==================== design 1
### src/rtl/l1_buffer_lane_tracked.sv
`default_nettype none
// ============================================================================
//  Module   : l1_buffer_lane_tracked
//  Purpose  : Multi-lane L1 operand buffer (DATA_DEPTH x LANE_COUNT words).
//             Each lane has its own write port. A single read index returns
//             every lane of one entry. Per-entry, per-lane valid bits allow
//             reads to run alongside writes and entries to be consumed on
//             read.
//  Options  : L1_BUF_FORWARD_EN - when defined, a read that hits an
//             (entry, lane) being written in the same cycle returns the new
//             data and valid bit (write-first). When undefined, the read
//             returns the contents from before the write (read-first).
//  Revision : 1.0 - initial release
// ============================================================================
module l1_buffer_lane_tracked #(
   parameter int DATA_WIDTH = 8,
   parameter int LANE_COUNT = 4,
   parameter int DATA_DEPTH = 16,
   localparam int c_IW = (DATA_DEPTH > 1) ? $clog2(DATA_DEPTH) : 1,
   localparam int c_CW = $clog2(DATA_DEPTH * LANE_COUNT + 1)
) (
   input  logic                                  clk,
   input  logic                                  rst,
   input  logic                                  enable,
   input  logic [LANE_COUNT-1:0]                 write,
   input  logic [LANE_COUNT-1:0][DATA_WIDTH-1:0] data_in,
   input  logic [LANE_COUNT-1:0][c_IW-1:0]       write_index,
   input  logic                                  rd_req,
   input  logic [c_IW-1:0]                       rd_index,
   input  logic                                  rd_consume,
   output logic                                  rd_valid,
   output logic [LANE_COUNT-1:0][DATA_WIDTH-1:0] data_out,
   output logic [LANE_COUNT-1:0]                 rd_lane_valid,
   output logic [c_CW-1:0]                       valid_count
);

   // ------------------------------------------------------------------------
   // Declarations
   // ------------------------------------------------------------------------
   // Valid bits, indexed [entry][lane]
   logic [DATA_DEPTH-1:0][LANE_COUNT-1:0] r_vld;
   logic [DATA_DEPTH-1:0][LANE_COUNT-1:0] w_vld_next;

   // Qualified per-lane write strobes (enabled and index in range)
   logic [LANE_COUNT-1:0]                 w_wr_en;

   // Read-side control
   logic                                  w_rd_ok;
   logic                                  w_rd_issue;
   logic                                  w_consume;

   // Array word of each lane at rd_index, and the value actually returned
   logic [LANE_COUNT-1:0][DATA_WIDTH-1:0] w_mem_q;
   logic [LANE_COUNT-1:0][DATA_WIDTH-1:0] w_rd_data;
   logic [LANE_COUNT-1:0]                 w_rd_vld;

   // Valid-bit population change this cycle
   logic [c_CW-1:0]                       w_set_cnt;
   logic [c_CW-1:0]                       w_clr_cnt;

   // Output registers
   logic                                  r_rd_valid;
   logic [LANE_COUNT-1:0][DATA_WIDTH-1:0] r_data_out;
   logic [LANE_COUNT-1:0]                 r_rd_lane_valid;
   logic [c_CW-1:0]                       r_valid_count;

   // ------------------------------------------------------------------------
   // Read-side qualification. An out-of-range read index (only possible when
   // DATA_DEPTH is not a power of two) returns zero data, no valid lanes, and
   // never consumes anything.
   // ------------------------------------------------------------------------
   assign w_rd_ok    = (32'(rd_index) < DATA_DEPTH);
   assign w_rd_issue = enable & rd_req;
   assign w_consume  = w_rd_issue & rd_consume & w_rd_ok;

   // ------------------------------------------------------------------------
   // Per-lane storage and read-data selection. Each lane owns its own memory
   // so the lanes can be written at unrelated indices in the same cycle.
   // ------------------------------------------------------------------------
   generate
      for (genvar l = 0; l < LANE_COUNT; l++) begin : g_lane
         logic [DATA_WIDTH-1:0] r_mem [DATA_DEPTH];

         assign w_wr_en[l] = enable & write[l] & (32'(write_index[l]) < DATA_DEPTH);

         // Data array write; deliberately not reset so it maps onto RAM
         always_ff @(posedge clk) begin
            if (w_wr_en[l]) begin
               r_mem[write_index[l]] <= data_in[l];
            end
         end

         assign w_mem_q[l] = w_rd_ok ? r_mem[rd_index] : '0;

`ifdef L1_BUF_FORWARD_EN
         // Write-first: a same-cycle write to the entry being read is
         // forwarded straight to the read port for this lane.
         logic w_fwd;
         assign w_fwd        = w_wr_en[l] & (write_index[l] == rd_index);
         assign w_rd_data[l] = w_fwd ? data_in[l] : w_mem_q[l];
         assign w_rd_vld[l]  = w_fwd | (w_rd_ok & r_vld[rd_index][l]);
`else
         // Read-first: the read sees the array and valid bit as they were
         // before any write landing on the same edge.
         assign w_rd_data[l] = w_mem_q[l];
         assign w_rd_vld[l]  = w_rd_ok & r_vld[rd_index][l];
`endif
      end
   endgenerate

   // ------------------------------------------------------------------------
   // Next valid-bit state: consume clears the read entry first, then writes
   // set their bits, so a write to a consumed (entry, lane) leaves it valid.
   // ------------------------------------------------------------------------
   always_comb begin
      w_vld_next = r_vld;
      if (w_consume) begin
         w_vld_next[rd_index] = '0;
      end
      for (int l = 0; l < LANE_COUNT; l++) begin
         if (w_wr_en[l]) begin
            w_vld_next[write_index[l]][l] = 1'b1;
         end
      end
   end

   // Count only real transitions so rewriting an already-valid bit is free
   always_comb begin
      w_set_cnt = c_CW'($countones(w_vld_next & ~r_vld));
      w_clr_cnt = c_CW'($countones(r_vld & ~w_vld_next));
   end

   // Valid bits and their running population count
   always_ff @(posedge clk or posedge rst) begin
      if (rst) begin
         r_vld         <= '0;
         r_valid_count <= '0;
      end else if (enable) begin
         r_vld         <= w_vld_next;
         r_valid_count <= r_valid_count + w_set_cnt - w_clr_cnt;
      end
   end

   // Read response register: one-cycle latency, holds data between reads
   always_ff @(posedge clk or posedge rst) begin
      if (rst) begin
         r_rd_valid      <= 1'b0;
         r_data_out      <= '0;
         r_rd_lane_valid <= '0;
      end else if (enable) begin
         r_rd_valid <= rd_req;
         if (rd_req) begin
            r_data_out      <= w_rd_data;
            r_rd_lane_valid <= w_rd_vld;
         end
      end
   end

   // ------------------------------------------------------------------------
   // Outputs
   // ------------------------------------------------------------------------
   assign rd_valid      = r_rd_valid;
   assign data_out      = r_data_out;
   assign rd_lane_valid = r_rd_lane_valid;
   assign valid_count   = r_valid_count;

endmodule
`default_nettype wire

### config.mk
export PLATFORM = sky130hd
export DESIGN_NAME = l1_buffer_lane_tracked
export DESIGN_NICKNAME = d
export VERILOG_FILES = /design/src/rtl/l1_buffer_lane_tracked.sv
export SDC_FILE = /design/constraint.sdc
export NUM_CORES = 1
export LEC_CHECK = 0
export ABC_CLOCK_PERIOD_IN_PS = 8500
export CORE_MARGIN = 2
export CORE_UTILIZATION = 60
export CTS_CLUSTER_DIAMETER = 40
export DETAILED_ROUTE_END_ITERATION = 10
export PLACE_DENSITY_LB_ADDON = 0.3
export RECOVER_POWER = 25
export SLEW_MARGIN = 40
export SYNTH_ARGS = -nofsm -noshare
export SYNTH_HDL_FRONTEND = slang
export SYNTH_SLANG_ARGS = --single-unit
### constraint.sdc
create_clock -name clk -period 8.5 [get_ports clk]
set_input_delay 0.85 -clock clk [delete_from_list [all_inputs] [get_ports clk]]
set_output_delay 0.85 -clock clk [all_outputs]
set_load 0.005 [all_outputs]
==================== design 2
`src/rtl/imem_pkg.sv`:
```
// imem_pkg: FSM state type, default fill word and the byte-to-word index helper
// shared by the instruction memory controller and its storage array.
package imem_pkg;

  typedef enum logic [1:0] {
    ST_CLEAR,
    ST_IDLE,
    ST_LOAD
  } state_e;

  localparam logic [31:0] NOP_WORD   = 32'h0000_0013;
  localparam int          MAX_ADDR_W = 64;

  // Word index of a byte address: drop the byte offset, keep idx_w bits.
  function automatic logic [MAX_ADDR_W-1:0] word_idx(input logic [MAX_ADDR_W-1:0] addr,
                                                     input int unsigned          idx_w);
    logic [MAX_ADDR_W-1:0] mask;
    mask = (MAX_ADDR_W'(1) << idx_w) - MAX_ADDR_W'(1);
    return (addr >> 2) & mask;
  endfunction

endpackage

```
`src/rtl/imem_ram.sv`:
```
// imem_ram: single-port storage array, synchronous write and registered read.
module imem_ram #(
  parameter  int WIDTH = 32,
  parameter  int DEPTH = 64,
  localparam int IDX_W = $clog2(DEPTH)
) (
  input  logic             clk,
  input  logic             en,
  input  logic             we,
  input  logic [IDX_W-1:0] addr,
  input  logic [WIDTH-1:0] wdata,
  output logic [WIDTH-1:0] rdata
);

  logic [WIDTH-1:0] mem_q [DEPTH];
  logic [WIDTH-1:0] rdata_q;

  always_ff @(posedge clk) begin
    if (en) begin
      if (we) mem_q[addr] <= wdata;
      else    rdata_q     <= mem_q[addr];
    end
  end

  assign rdata = rdata_q;

endmodule

```
`src/rtl/imem_ctrl.sv`:
```
// imem_ctrl: instruction memory with self-clear, req/valid fetch port and burst
// program-load port. Define IMEM_PARITY_EN to add per-word even parity checking.
module imem_ctrl
  import imem_pkg::*;
#(
  parameter int                 DATA_W    = 32,
  parameter int                 DEPTH     = 64,
  parameter int                 ADDR_W    = 32,
  parameter logic [DATA_W-1:0]  FILL_WORD = DATA_W'(NOP_WORD)
) (
  input  logic              clk,
  input  logic              reset,
  input  logic              fetch_req,
  input  logic [ADDR_W-1:0] fetch_addr,
  output logic              fetch_ready,
  output logic              fetch_valid,
  output logic [DATA_W-1:0] fetch_data,
  output logic              fetch_err,
  input  logic              load_start,
  input  logic [ADDR_W-1:0] load_base,
  input  logic              load_valid,
  input  logic [DATA_W-1:0] load_data,
  input  logic              load_last,
  output logic              load_ready,
  output logic              load_wrap,
`ifdef IMEM_PARITY_EN
  input  logic              parity_inject,
`endif
  output logic              busy
);

  localparam int IDX_W = $clog2(DEPTH);
`ifdef IMEM_PARITY_EN
  localparam int RAM_W = DATA_W + 1;
`else
  localparam int RAM_W = DATA_W;
`endif

  state_e           state_q, state_d;
  logic [IDX_W-1:0] clr_cnt_q, clr_cnt_d;
  logic [IDX_W-1:0] wr_ptr_q, wr_ptr_d;
  logic             wrap_q, wrap_d;
  logic             valid_q, valid_d;
  logic             rng_err_q, rng_err_d;

  logic             ram_en, ram_we;
  logic [IDX_W-1:0] ram_addr;
  logic [DATA_W-1:0] wr_word;
  logic             inv_par;
  logic [RAM_W-1:0] ram_wdata, ram_rdata;

  logic [IDX_W-1:0] fetch_idx, base_idx;
  logic             fetch_bad;

  assign fetch_idx = IDX_W'(word_idx(MAX_ADDR_W'(fetch_addr), IDX_W));
  assign base_idx  = IDX_W'(word_idx(MAX_ADDR_W'(load_base), IDX_W));
  assign fetch_bad = (fetch_addr[1:0] != 2'b00) || ((fetch_addr >> (IDX_W + 2)) != '0);

  always_comb begin
    state_d   = state_q;
    clr_cnt_d = clr_cnt_q;
    wr_ptr_d  = wr_ptr_q;
    wrap_d    = wrap_q;
    valid_d   = 1'b0;
    rng_err_d = 1'b0;
    ram_en    = 1'b0;
    ram_we    = 1'b0;
    ram_addr  = fetch_idx;
    wr_word   = load_data;
    inv_par   = 1'b0;
    case (state_q)
      ST_CLEAR: begin
        ram_en    = 1'b1;
        ram_we    = 1'b1;
        ram_addr  = clr_cnt_q;
        wr_word   = FILL_WORD;
        clr_cnt_d = clr_cnt_q + 1'b1;
        if (clr_cnt_q == IDX_W'(DEPTH - 1)) state_d = ST_IDLE;
      end
      ST_IDLE: begin
        // A fetch and a load_start may be taken in the same cycle: the read
        // completes at this edge, before any load beat can write.
        if (fetch_req) begin
          ram_en    = 1'b1;
          valid_d   = 1'b1;
          rng_err_d = fetch_bad;
        end
        if (load_start) begin
          state_d  = ST_LOAD;
          wr_ptr_d = base_idx;
          wrap_d   = 1'b0;
        end
      end
      ST_LOAD: begin
        if (load_valid) begin
          ram_en   = 1'b1;
          ram_we   = 1'b1;
          ram_addr = wr_ptr_q;
`ifdef IMEM_PARITY_EN
          inv_par  = parity_inject;
`endif
          wr_ptr_d = wr_ptr_q + 1'b1;
          if (wr_ptr_q == IDX_W'(DEPTH - 1)) wrap_d = 1'b1;
          if (load_last) state_d = ST_IDLE;
        end
      end
      default: state_d = ST_CLEAR;
    endcase
  end

`ifdef IMEM_PARITY_EN
  assign ram_wdata = {(^wr_word) ^ inv_par, wr_word};
`else
  assign ram_wdata = wr_word;
`endif

  always_ff @(posedge clk) begin
    if (reset) begin
      state_q   <= ST_CLEAR;
      clr_cnt_q <= '0;
      wr_ptr_q  <= '0;
      wrap_q    <= 1'b0;
      valid_q   <= 1'b0;
      rng_err_q <= 1'b0;
    end else begin
      state_q   <= state_d;
      clr_cnt_q <= clr_cnt_d;
      wr_ptr_q  <= wr_ptr_d;
      wrap_q    <= wrap_d;
      valid_q   <= valid_d;
      rng_err_q <= rng_err_d;
    end
  end

  imem_ram #(
    .WIDTH (RAM_W),
    .DEPTH (DEPTH)
  ) u_ram (
    .clk   (clk),
    .en    (ram_en & ~reset),
    .we    (ram_we),
    .addr  (ram_addr),
    .wdata (ram_wdata),
    .rdata (ram_rdata)
  );

  logic par_err;
`ifdef IMEM_PARITY_EN
  assign par_err = valid_q && ((^ram_rdata[DATA_W-1:0]) != ram_rdata[DATA_W]);
`else
  assign par_err = 1'b0;
`endif

  assign fetch_ready = (state_q == ST_IDLE);
  assign load_ready  = (state_q == ST_LOAD);
  assign busy        = (state_q == ST_CLEAR) || (state_q == ST_LOAD);
  assign load_wrap   = wrap_q;
  assign fetch_valid = valid_q;
  assign fetch_err   = (valid_q && rng_err_q) || par_err;
  // Range/alignment errors mask the data; a parity error passes it through.
  assign fetch_data  = (valid_q && !rng_err_q) ? ram_rdata[DATA_W-1:0] : '0;

endmodule

```
`config.mk`:
```
export PLATFORM = sky130hd
export DESIGN_NAME = imem_ctrl
export DESIGN_NICKNAME = d
export VERILOG_FILES = /design/src/rtl/imem_pkg.sv /design/src/rtl/imem_ram.sv /design/src/rtl/imem_ctrl.sv
export SDC_FILE = /design/constraint.sdc
export NUM_CORES = 2
export LEC_CHECK = 0
export CORE_AREA = 5 5 375 377
export CTS_BUF_LIST = sky130_fd_sc_hd__clkbuf_4
export DETAILED_ROUTE_END_ITERATION = 8
export DIE_AREA = 0 0 380 382
export PLACE_DENSITY = 0.77
export SLEW_MARGIN = 20
export SYNTH_ARGS = -nofsm -noshare
export SYNTH_HDL_FRONTEND = slang
export SYNTH_SLANG_ARGS = --single-unit
```
`constraint.sdc`:
```
create_clock -name clk -period 6.3 [get_ports clk]
set_input_delay 1.575 -clock clk [delete_from_list [all_inputs] [get_ports clk]]
set_output_delay 1.575 -clock clk [all_outputs]
set_load 0.01 [all_outputs]
```
==================== design 3
--- config.mk ---
export PLATFORM = sky130hd
export DESIGN_NAME = whiz_graphics
export DESIGN_NICKNAME = d
export VERILOG_FILES = /design/src/rtl/whiz_graphics.sv
export SDC_FILE = /design/constraint.sdc
export NUM_CORES = 2
export LEC_CHECK = 0
export CELL_PAD_IN_SITES_DETAIL_PLACEMENT = 1
export CELL_PAD_IN_SITES_GLOBAL_PLACEMENT = 2
export CORE_ASPECT_RATIO = 1.25
export CORE_MARGIN = 3
export CORE_UTILIZATION = 48
export DETAILED_ROUTE_END_ITERATION = 10
export HOLD_SLACK_MARGIN = 0.12
export PLACE_DENSITY_LB_ADDON = 0.1
export SLEW_MARGIN = 0
export SYNTH_ARGS = -nofsm -noshare
export SYNTH_HDL_FRONTEND = slang
export SYNTH_SLANG_ARGS = --single-unit
--- constraint.sdc ---
create_clock -name clk -period 4.4 [get_ports clk]
set_clock_uncertainty 0.05 [all_clocks]
set_input_delay 0.88 -clock clk [delete_from_list [all_inputs] [get_ports clk]]
set_output_delay 0.88 -clock clk [all_outputs]
set_load 0.05 [all_outputs]
--- src/rtl/whiz_graphics.sv ---
// Game Boy style LCD peripheral: OAM, LCD register file, dot/line timing and VBlank/STAT IRQs.
// Define WHIZ_OAM_LOCK_EN to block CPU access to OAM during modes 2 and 3 while the LCD is on.
module whiz_graphics #(
  parameter int                   DEBUG_OUT = 0,
  parameter int                   ADDR_SIZE = 16,
  parameter int                   DATA_SIZE = 8,
  parameter logic [ADDR_SIZE-1:0] OAM_LOC   = 16'hFE00,
  parameter int                   OAM_SIZE  = 160
) (
  input  logic                 clk,
  input  logic                 reset,
  input  logic [ADDR_SIZE-1:0] db_addr,
  input  logic [DATA_SIZE-1:0] db_wdata,
  input  logic                 db_we,
  input  logic                 db_re,
  output logic [DATA_SIZE-1:0] db_rdata,
  output logic                 db_hit,
  output logic                 irq_vblank,
  output logic                 irq_stat
);
  localparam int OW = $clog2(OAM_SIZE);
  localparam logic [ADDR_SIZE-1:0] A_LCDC = ADDR_SIZE'(16'hFF40);
  localparam logic [ADDR_SIZE-1:0] A_STAT = ADDR_SIZE'(16'hFF41);
  localparam logic [ADDR_SIZE-1:0] A_SCY  = ADDR_SIZE'(16'hFF42);
  localparam logic [ADDR_SIZE-1:0] A_SCX  = ADDR_SIZE'(16'hFF43);
  localparam logic [ADDR_SIZE-1:0] A_LY   = ADDR_SIZE'(16'hFF44);
  localparam logic [ADDR_SIZE-1:0] A_LYC  = ADDR_SIZE'(16'hFF45);
  localparam logic [ADDR_SIZE-1:0] A_BGP  = ADDR_SIZE'(16'hFF47);
  localparam logic [ADDR_SIZE-1:0] A_OBP0 = ADDR_SIZE'(16'hFF48);
  localparam logic [ADDR_SIZE-1:0] A_OBP1 = ADDR_SIZE'(16'hFF49);
  localparam logic [ADDR_SIZE-1:0] A_WY   = ADDR_SIZE'(16'hFF4A);
  localparam logic [ADDR_SIZE-1:0] A_WX   = ADDR_SIZE'(16'hFF4B);

  typedef enum logic [1:0] {M_HBLANK = 2'd0, M_VBLANK = 2'd1, M_OAM = 2'd2, M_XFER = 2'd3} mode_t;

  logic [DATA_SIZE-1:0] oam [OAM_SIZE];
  logic [DATA_SIZE-1:0] lcdc, scy, scx, lyc, bgp, obp0, obp1, wy, wx;
  logic [3:0]           stat_en;
  logic [8:0]           dot;
  logic [7:0]           ly;
  mode_t                mode;
  logic                 lcd_on, lcd_on_next, coin, stat_line, stat_line_q, oam_lock;
  logic [ADDR_SIZE-1:0] oam_off;
  logic [OW-1:0]        oam_idx;
  logic                 oam_sel, rd_hit;
  logic [DATA_SIZE-1:0] rd_val;

  assign lcd_on = lcdc[7];
  // Coincidence only counts while the LCD runs, so the idle STAT reads back 0x80.
  assign coin   = lcd_on && (DATA_SIZE'(ly) == lyc);

  always_comb begin
    mode = M_HBLANK;
    if (lcd_on) begin
      if (ly >= 8'd144)      mode = M_VBLANK;
      else if (dot < 9'd80)  mode = M_OAM;
      else if (dot < 9'd252) mode = M_XFER;
      else                   mode = M_HBLANK;
    end
  end

  assign stat_line = (stat_en[3] & coin) | (stat_en[2] & (mode == M_OAM)) |
                     (stat_en[1] & (mode == M_VBLANK)) | (stat_en[0] & (mode == M_HBLANK));
  assign irq_stat  = stat_line & ~stat_line_q;

  // Offset compare also rejects addresses below OAM_LOC via wraparound.
  assign oam_off = db_addr - OAM_LOC;
  assign oam_sel = oam_off < ADDR_SIZE'(OAM_SIZE);
  assign oam_idx = oam_off[OW-1:0];

`ifdef WHIZ_OAM_LOCK_EN
  assign oam_lock = lcd_on && (mode == M_OAM || mode == M_XFER);
`else
  assign oam_lock = 1'b0;
`endif

  always_comb begin
    rd_hit = 1'b1;
    rd_val = '0;
    if (oam_sel) begin
      rd_val = oam_lock ? '1 : oam[oam_idx];
    end else begin
      case (db_addr)
        A_LCDC:  rd_val = lcdc;
        A_STAT:  rd_val = DATA_SIZE'({1'b1, stat_en, coin, mode});
        A_SCY:   rd_val = scy;
        A_SCX:   rd_val = scx;
        A_LY:    rd_val = DATA_SIZE'(ly);
        A_LYC:   rd_val = lyc;
        A_BGP:   rd_val = bgp;
        A_OBP0:  rd_val = obp0;
        A_OBP1:  rd_val = obp1;
        A_WY:    rd_val = wy;
        A_WX:    rd_val = wx;
        default: rd_hit = 1'b0;
      endcase
    end
  end

  always_ff @(posedge clk) begin
    if (reset) begin
      for (int i = 0; i < OAM_SIZE; i++) oam[i] <= '0;
      lcdc <= '0; stat_en <= '0; scy <= '0; scx <= '0; lyc <= '0;
      bgp  <= DATA_SIZE'(8'hFC); obp0 <= '0; obp1 <= '0; wy <= '0; wx <= '0;
    end else if (db_we) begin
      if (oam_sel) begin
        if (!oam_lock) oam[oam_idx] <= db_wdata;
      end else begin
        case (db_addr)
          A_LCDC:  lcdc    <= db_wdata;
          A_STAT:  stat_en <= db_wdata[6:3];
          A_SCY:   scy     <= db_wdata;
          A_SCX:   scx     <= db_wdata;
          A_LYC:   lyc     <= db_wdata;
          A_BGP:   bgp     <= db_wdata;
          A_OBP0:  obp0    <= db_wdata;
          A_OBP1:  obp1    <= db_wdata;
          A_WY:    wy      <= db_wdata;
          A_WX:    wx      <= db_wdata;
          default: ;
        endcase
      end
    end
  end

  always_ff @(posedge clk) begin
    if (reset) begin
      db_rdata <= '0;
      db_hit   <= 1'b0;
    end else if (db_re) begin
      db_rdata <= rd_hit ? rd_val : '0;
      db_hit   <= rd_hit;
    end else begin
      db_rdata <= '0;
      db_hit   <= 1'b0;
    end
  end

  // Counters clear on the same edge LCDC[7] is written low, and stay at 0,0 on the enabling edge.
  assign lcd_on_next = (db_we && !oam_sel && db_addr == A_LCDC) ? db_wdata[7] : lcd_on;

  always_ff @(posedge clk) begin
    if (reset) begin
      dot         <= '0;
      ly          <= '0;
      irq_vblank  <= 1'b0;
      stat_line_q <= 1'b0;
    end else begin
      stat_line_q <= stat_line;
      irq_vblank  <= 1'b0;
      if (!lcd_on || !lcd_on_next) begin
        dot <= '0;
        ly  <= '0;
      end else if (dot == 9'd455) begin
        dot        <= '0;
        ly         <= (ly == 8'd153) ? 8'd0 : ly + 8'd1;
        irq_vblank <= (ly == 8'd143);
      end else begin
        dot <= dot + 9'd1;
      end
    end
  end

  generate
    if (DEBUG_OUT != 0) begin : g_debug
`ifndef SYNTHESIS
      always @(posedge clk) if (db_we) $display("whiz_graphics wr %h <= %h", db_addr, db_wdata);
`endif
    end
  endgenerate
endmodule

Fig. 1: design 2, cells by drive strength
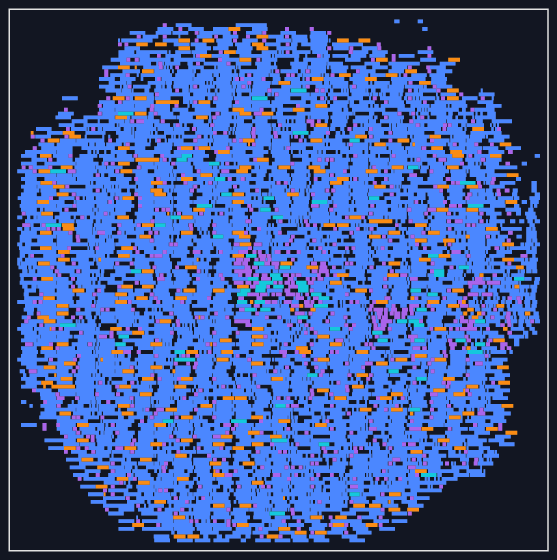
size	color	cells	share	most used
drive 3 to 4	purple	1001	17%	clkbuf_4
drive 1 or less	blue	4408	76%	edfxtp_1
drive 6 and up	cyan	85	1.5%	buf_12
drive 2	orange	324	5.6%	mux4_2

Fig. 2: design 2, signal wires on met3
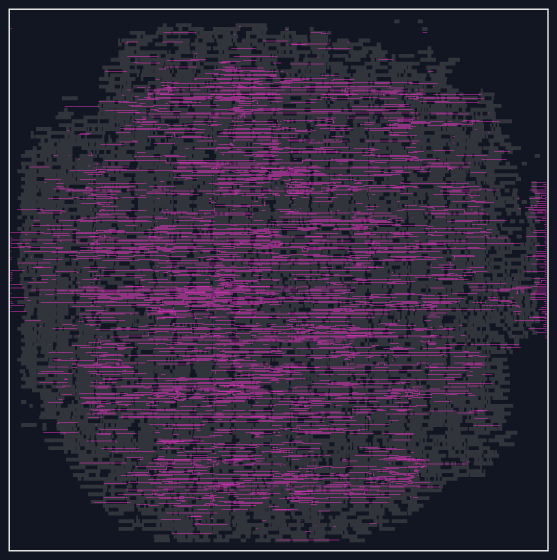
share of all routed wire	15%
nets with wire on the layer	970
main direction	horizontal
wire length on this layer	33.6 mm
longest straight run	189 µm

==> impl_metrics.py, design 2 <==
# Flow results
metrics = {
    "outcome": {
        "status": "completed",
    },
    "placement": {
        "post-place-ws_ns": 0.599,
        "numPortBuffers": 113,
    },
    "layout": {
        "nets": 5590,
        "drive_above_1_share_pct": 24.2,
        "finalInstanceArea_um2": 93400,
    },
    "power": {
        "power_leakage_nw": 31.1,
        "top_power_group": "sequential cells",
        "p_int_w": 0.0218,
    },
    "synth": {
        "yosysCellCount": 4919,
        "ys_seq_share_pct": 76.9,
    },
    "drt": {
        "drc": 0,
        "drt_wl_total_mm": 222,
    },
    "global_routing": {
        "grt_max_degree": 94,
        "use_met1_pct": 41.5,
    },
    "clocking": {
        "clock-root-buffer": "clkbuf_4",
    },
}
-- design 2: cell type report --
cell class,instances,share of cell area [%]
Antenna cell,9,0.0241
Clock inverter,111,0.913
Multi-Input combinational cell,2530,19.5
Inverter,6,0.0241
Clock buffer,754,6.06
Sequential cell,2097,67.3
Timing Repair Buffer,320,3.82
Tap cell,1794,2.40
-- design 2: worst paths after layout --
| check | endpoint | slack, ns | cells past startpoint |
|---|---|---|---|
| max | load_ready | 1.20 | 3 |
| min | clr_cnt_q[1]$_SDFFE_PP0N_ | 0.51 | 2 |
| max reg2reg | u_ram.rdata[25]$_DFFE_PP_ | 1.30 | 8 |
| min reg2reg | clr_cnt_q[1]$_SDFFE_PP0N_ | 0.51 | 2 |
-- design 2: state kept, by name (all words and copies together), names as in the netlist --
| name | cells |
|---|---|
| u_ram.mem_q | 2048 |
| u_ram.rdata | 32 |
| clr_cnt_q | 6 |
| wr_ptr_q | 6 |
| state_q | 2 |
| fetch_valid | 1 |
| load_wrap | 1 |
| rng_err_q | 1 |
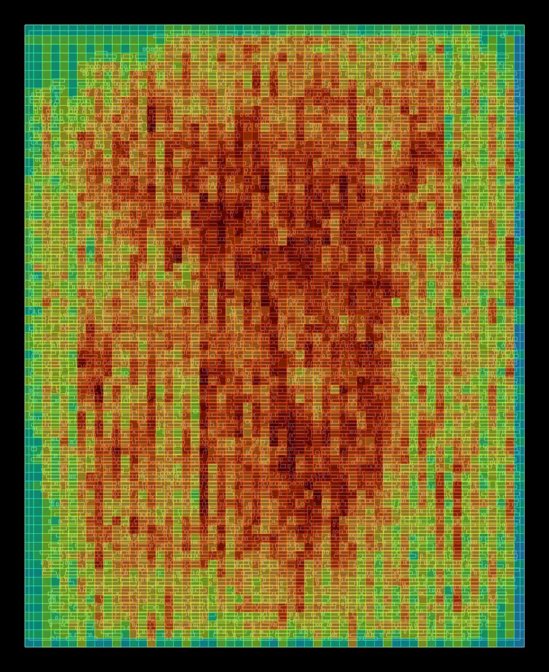
Fig. 3. Routing congestion map (design 3).
met3 Usage GRT: 8.06%
most used routing layer: met2

Fig. 4: design 3, signal wires on met3
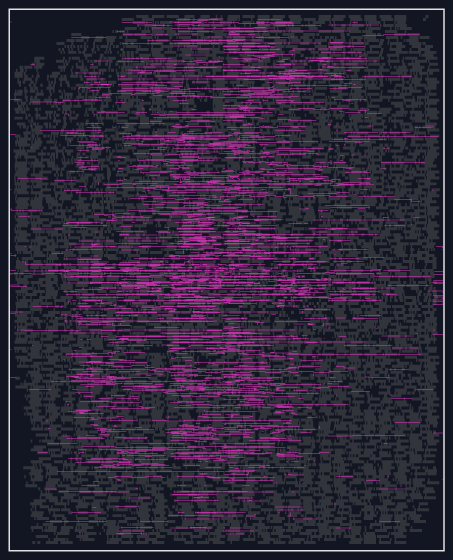
nets with wire on the layer	976
main direction	horizontal
share of all routed wire	10%

==> impl_metrics.py, design 3 <==
# Flow results
metrics = {
    "synth": {
        "synthAoiAreaFrac_pct": 4.92,
        "adder_share_pct": 0.0691,
        "area_leaders": "edfxtp_1, mux4_2, nor2_1, dfxtp_1, mux2i_1",
    },
    "layout": {
        "clock_buffers": 267,
        "clk_share_pct": 6.30,
        "buf_share_pct": 5.80,
        "flop_area_um2": 63600,
    },
    "clocking": {
        "cts_inserted_buffers": 212,
        "clock-root-buffer": "clkbuf_16",
        "cts.sinks": 2152,
        "cts_resized": 1,
    },
    "worst_setup_path": {
        "crit_path_end_kind": "output port",
        "crit_arrival_ns": 3.27,
        "cp.required_ns": 3.47,
    },
    "power": {
        "ir_worst_vdd_mv": 0.348,
        "p_int_w": 0.0353,
        "seqPwrFrac_pct": 52.1,
        "pwr.group.clock_w": 0.0181,
    },
    "sta": {
        "setup_ws_ns": 0.200,
        "period_minus_slack_ns": 4.20,
        "rsz0062_at_grt": "false",
    },
    "global_routing": {
        "grt_pass1_vias": 60600,
        "grt_pass1_wl_mm": 470,
    },
    "drt": {
        "wl_per_cell_um": 35.1,
    },
    "floorplan": {
        "core_area_um2": 187000,
        "die_y_um": 491,
        "rows": 177,
    },
    "min_path": {
        "hold_class": "register to register",
    },
    "placement": {
        "gp_congestion": 0.993,
    },
    "outcome": {
        "status": "completed",
    },
}
[design 3: path summary, 6_finish.rpt]
check / startpoint / slack, ns / cells after the start / end
setup reg to reg: oam[134][3]$_SDFFCE_PN0P_ / 1.40 / 6 / db_rdata[3]$_SDFF_PP0_
setup / recovery: ly[2]$_SDFFE_PP0N_ / 0.20 / 8 / irq_stat
hold reg to reg: lcdc[3]$_SDFFE_PP0P_ / 0.41 / 2 / lcdc[3]$_SDFFE_PP0P_
hold / removal: lcdc[3]$_SDFFE_PP0P_ / 0.41 / 2 / lcdc[3]$_SDFFE_PP0P_
[design 3: worst max-delay path: stages, from the launching register on]
cell and delay [ns]:
dfxtp_1 0.47, xor2_1 0.11, nor4_1 0.32, nand3_1 0.12
nor4_1 0.42, a32oi_1 0.15, o21a_1 0.16, nor2_1 0.13
clkdlybuf4s15_1 0.54
[design 3: per-stage QoR]
step | cell area, µm² | std cells
finish | 108000 | 9694
global route | 108000 | 9684
CTS | 108000 | 9683
detailed placement | 101000 | 9295
global placement | 101000 | 9295
floorplan | 93400 | 6587
[design 3: routing by layer]
metal	wire length (µm)	GRT usage (%)
met2	161000	56.0
met5	69	0
met3	34700	8.06
met1	118000	43.3
met4	26700	22.5
Fig. 5: design 1, signal wires on met3
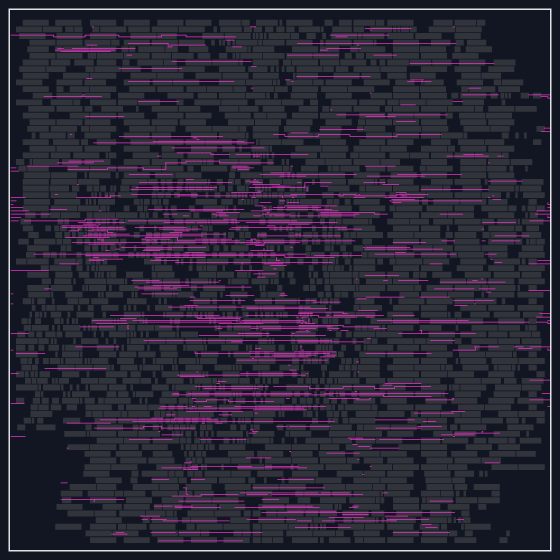
main direction	horizontal
share of all routed wire	9.7%
longest straight run	111 µm
nets with wire on the layer	320

==> impl_metrics.py, design 1 <==
# Flow results
metrics = {
    "clocking": {
        "clock-root-buffer": "clkbuf_16",
        "tritoncts": "yes",
    },
    "layout": {
        "fin_cells": 2724,
    },
    "sta": {
        "slew_viol_final": 66,
        "period_used_pct": 96.5,
    },
    "job": {
        "maxCapViolCount": 1,
    },
    "drt": {
        "drc": 5,
    },
    "synth": {
        "yosysWarnings": 0,
        "yosysTopAreaCellShare_pct": 54.2,
        "avgSynthCellArea_um2": 16.6,
    },
    "outcome": {
        "violations": "DRC, capacitance limit, slew limit",
        "status": "finished, violations left",
    },
    "worst_setup_path": {
        "critical_path.max_fanout": 6,
    },
    "min_path": {
        "min_to": "valid_count[6]$_DFFE_PP0P_",
    },
    "power": {
        "p_int_w": 0.00719,
    },
}
design 1: cells by family after synthesis:
logic type	after synthesis	share of synthesized area (%)
compound gates	156	4.65
fa+ha+maj	147	9.74
flops	620	63.7
simple gates	403	6.75
xor+xnor	7	0.265
mux	146	11.5
buf+inv	229	3.38
design 1: cells in the final DEF (no fill, tap or decap), types with 24 or more instances in the layout:
cell type,instances
nand2_1,158
inv_1,164
o21ai_1,36
nor2_1,64
clkbuf_16,85
dfrtp_1,108
mux4_2,144
edfxtp_1,512
buf_4,208
ha_1,24
clkdlybuf4s50_1,65
fa_1,120
a22o_1,36
a21o_1,34
a221oi_2,27
design 1: worst register-to-register path, cell delays in order, from the launching register on:
cell and delay, ns:
dfrtp_1 0.49, nor3_1 0.28, buf_4 0.16, fa_1 0.42, fa_1 0.54, inv_1 0.05, fa_2 0.51, inv_1 0.05
fa_2 0.52, inv_1 0.05, fa_1 0.47, fa_1 0.50, inv_1 0.06, fa_1 0.50, inv_1 0.06, fa_1 0.51
fa_1 0.41, fa_1 0.47, inv_1 0.07, ha_1 0.15, inv_1 0.06, fa_1 0.43, inv_1 0.08, a21o_1 0.11
a21oi_1 0.07, xnor2_1 0.12, mux2_2 0.26

## Gallery

Routed clock nets over the placement.
Plate I
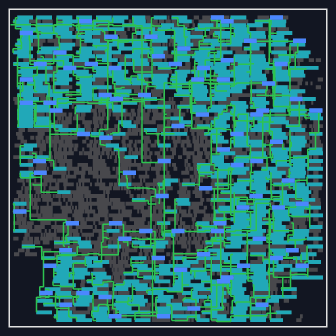
Plate II
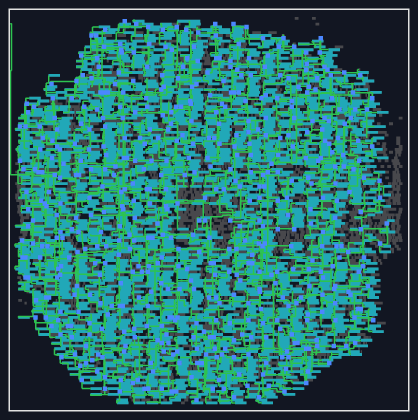
Plate III
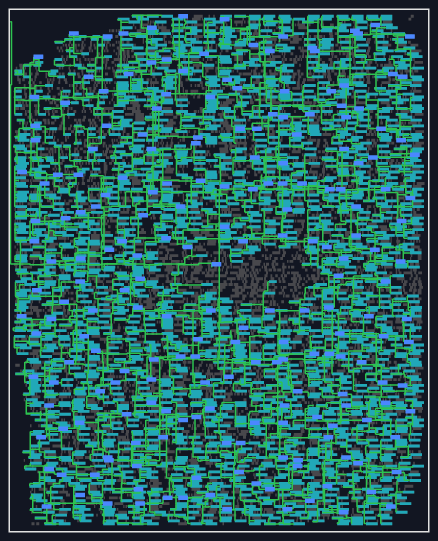
- Plate II = design 2
- Plate I = design 1
- Plate III = design 3
Of these, fewest sequential cells: Plate I


Power is estimated from default activity; no workload was simulated.
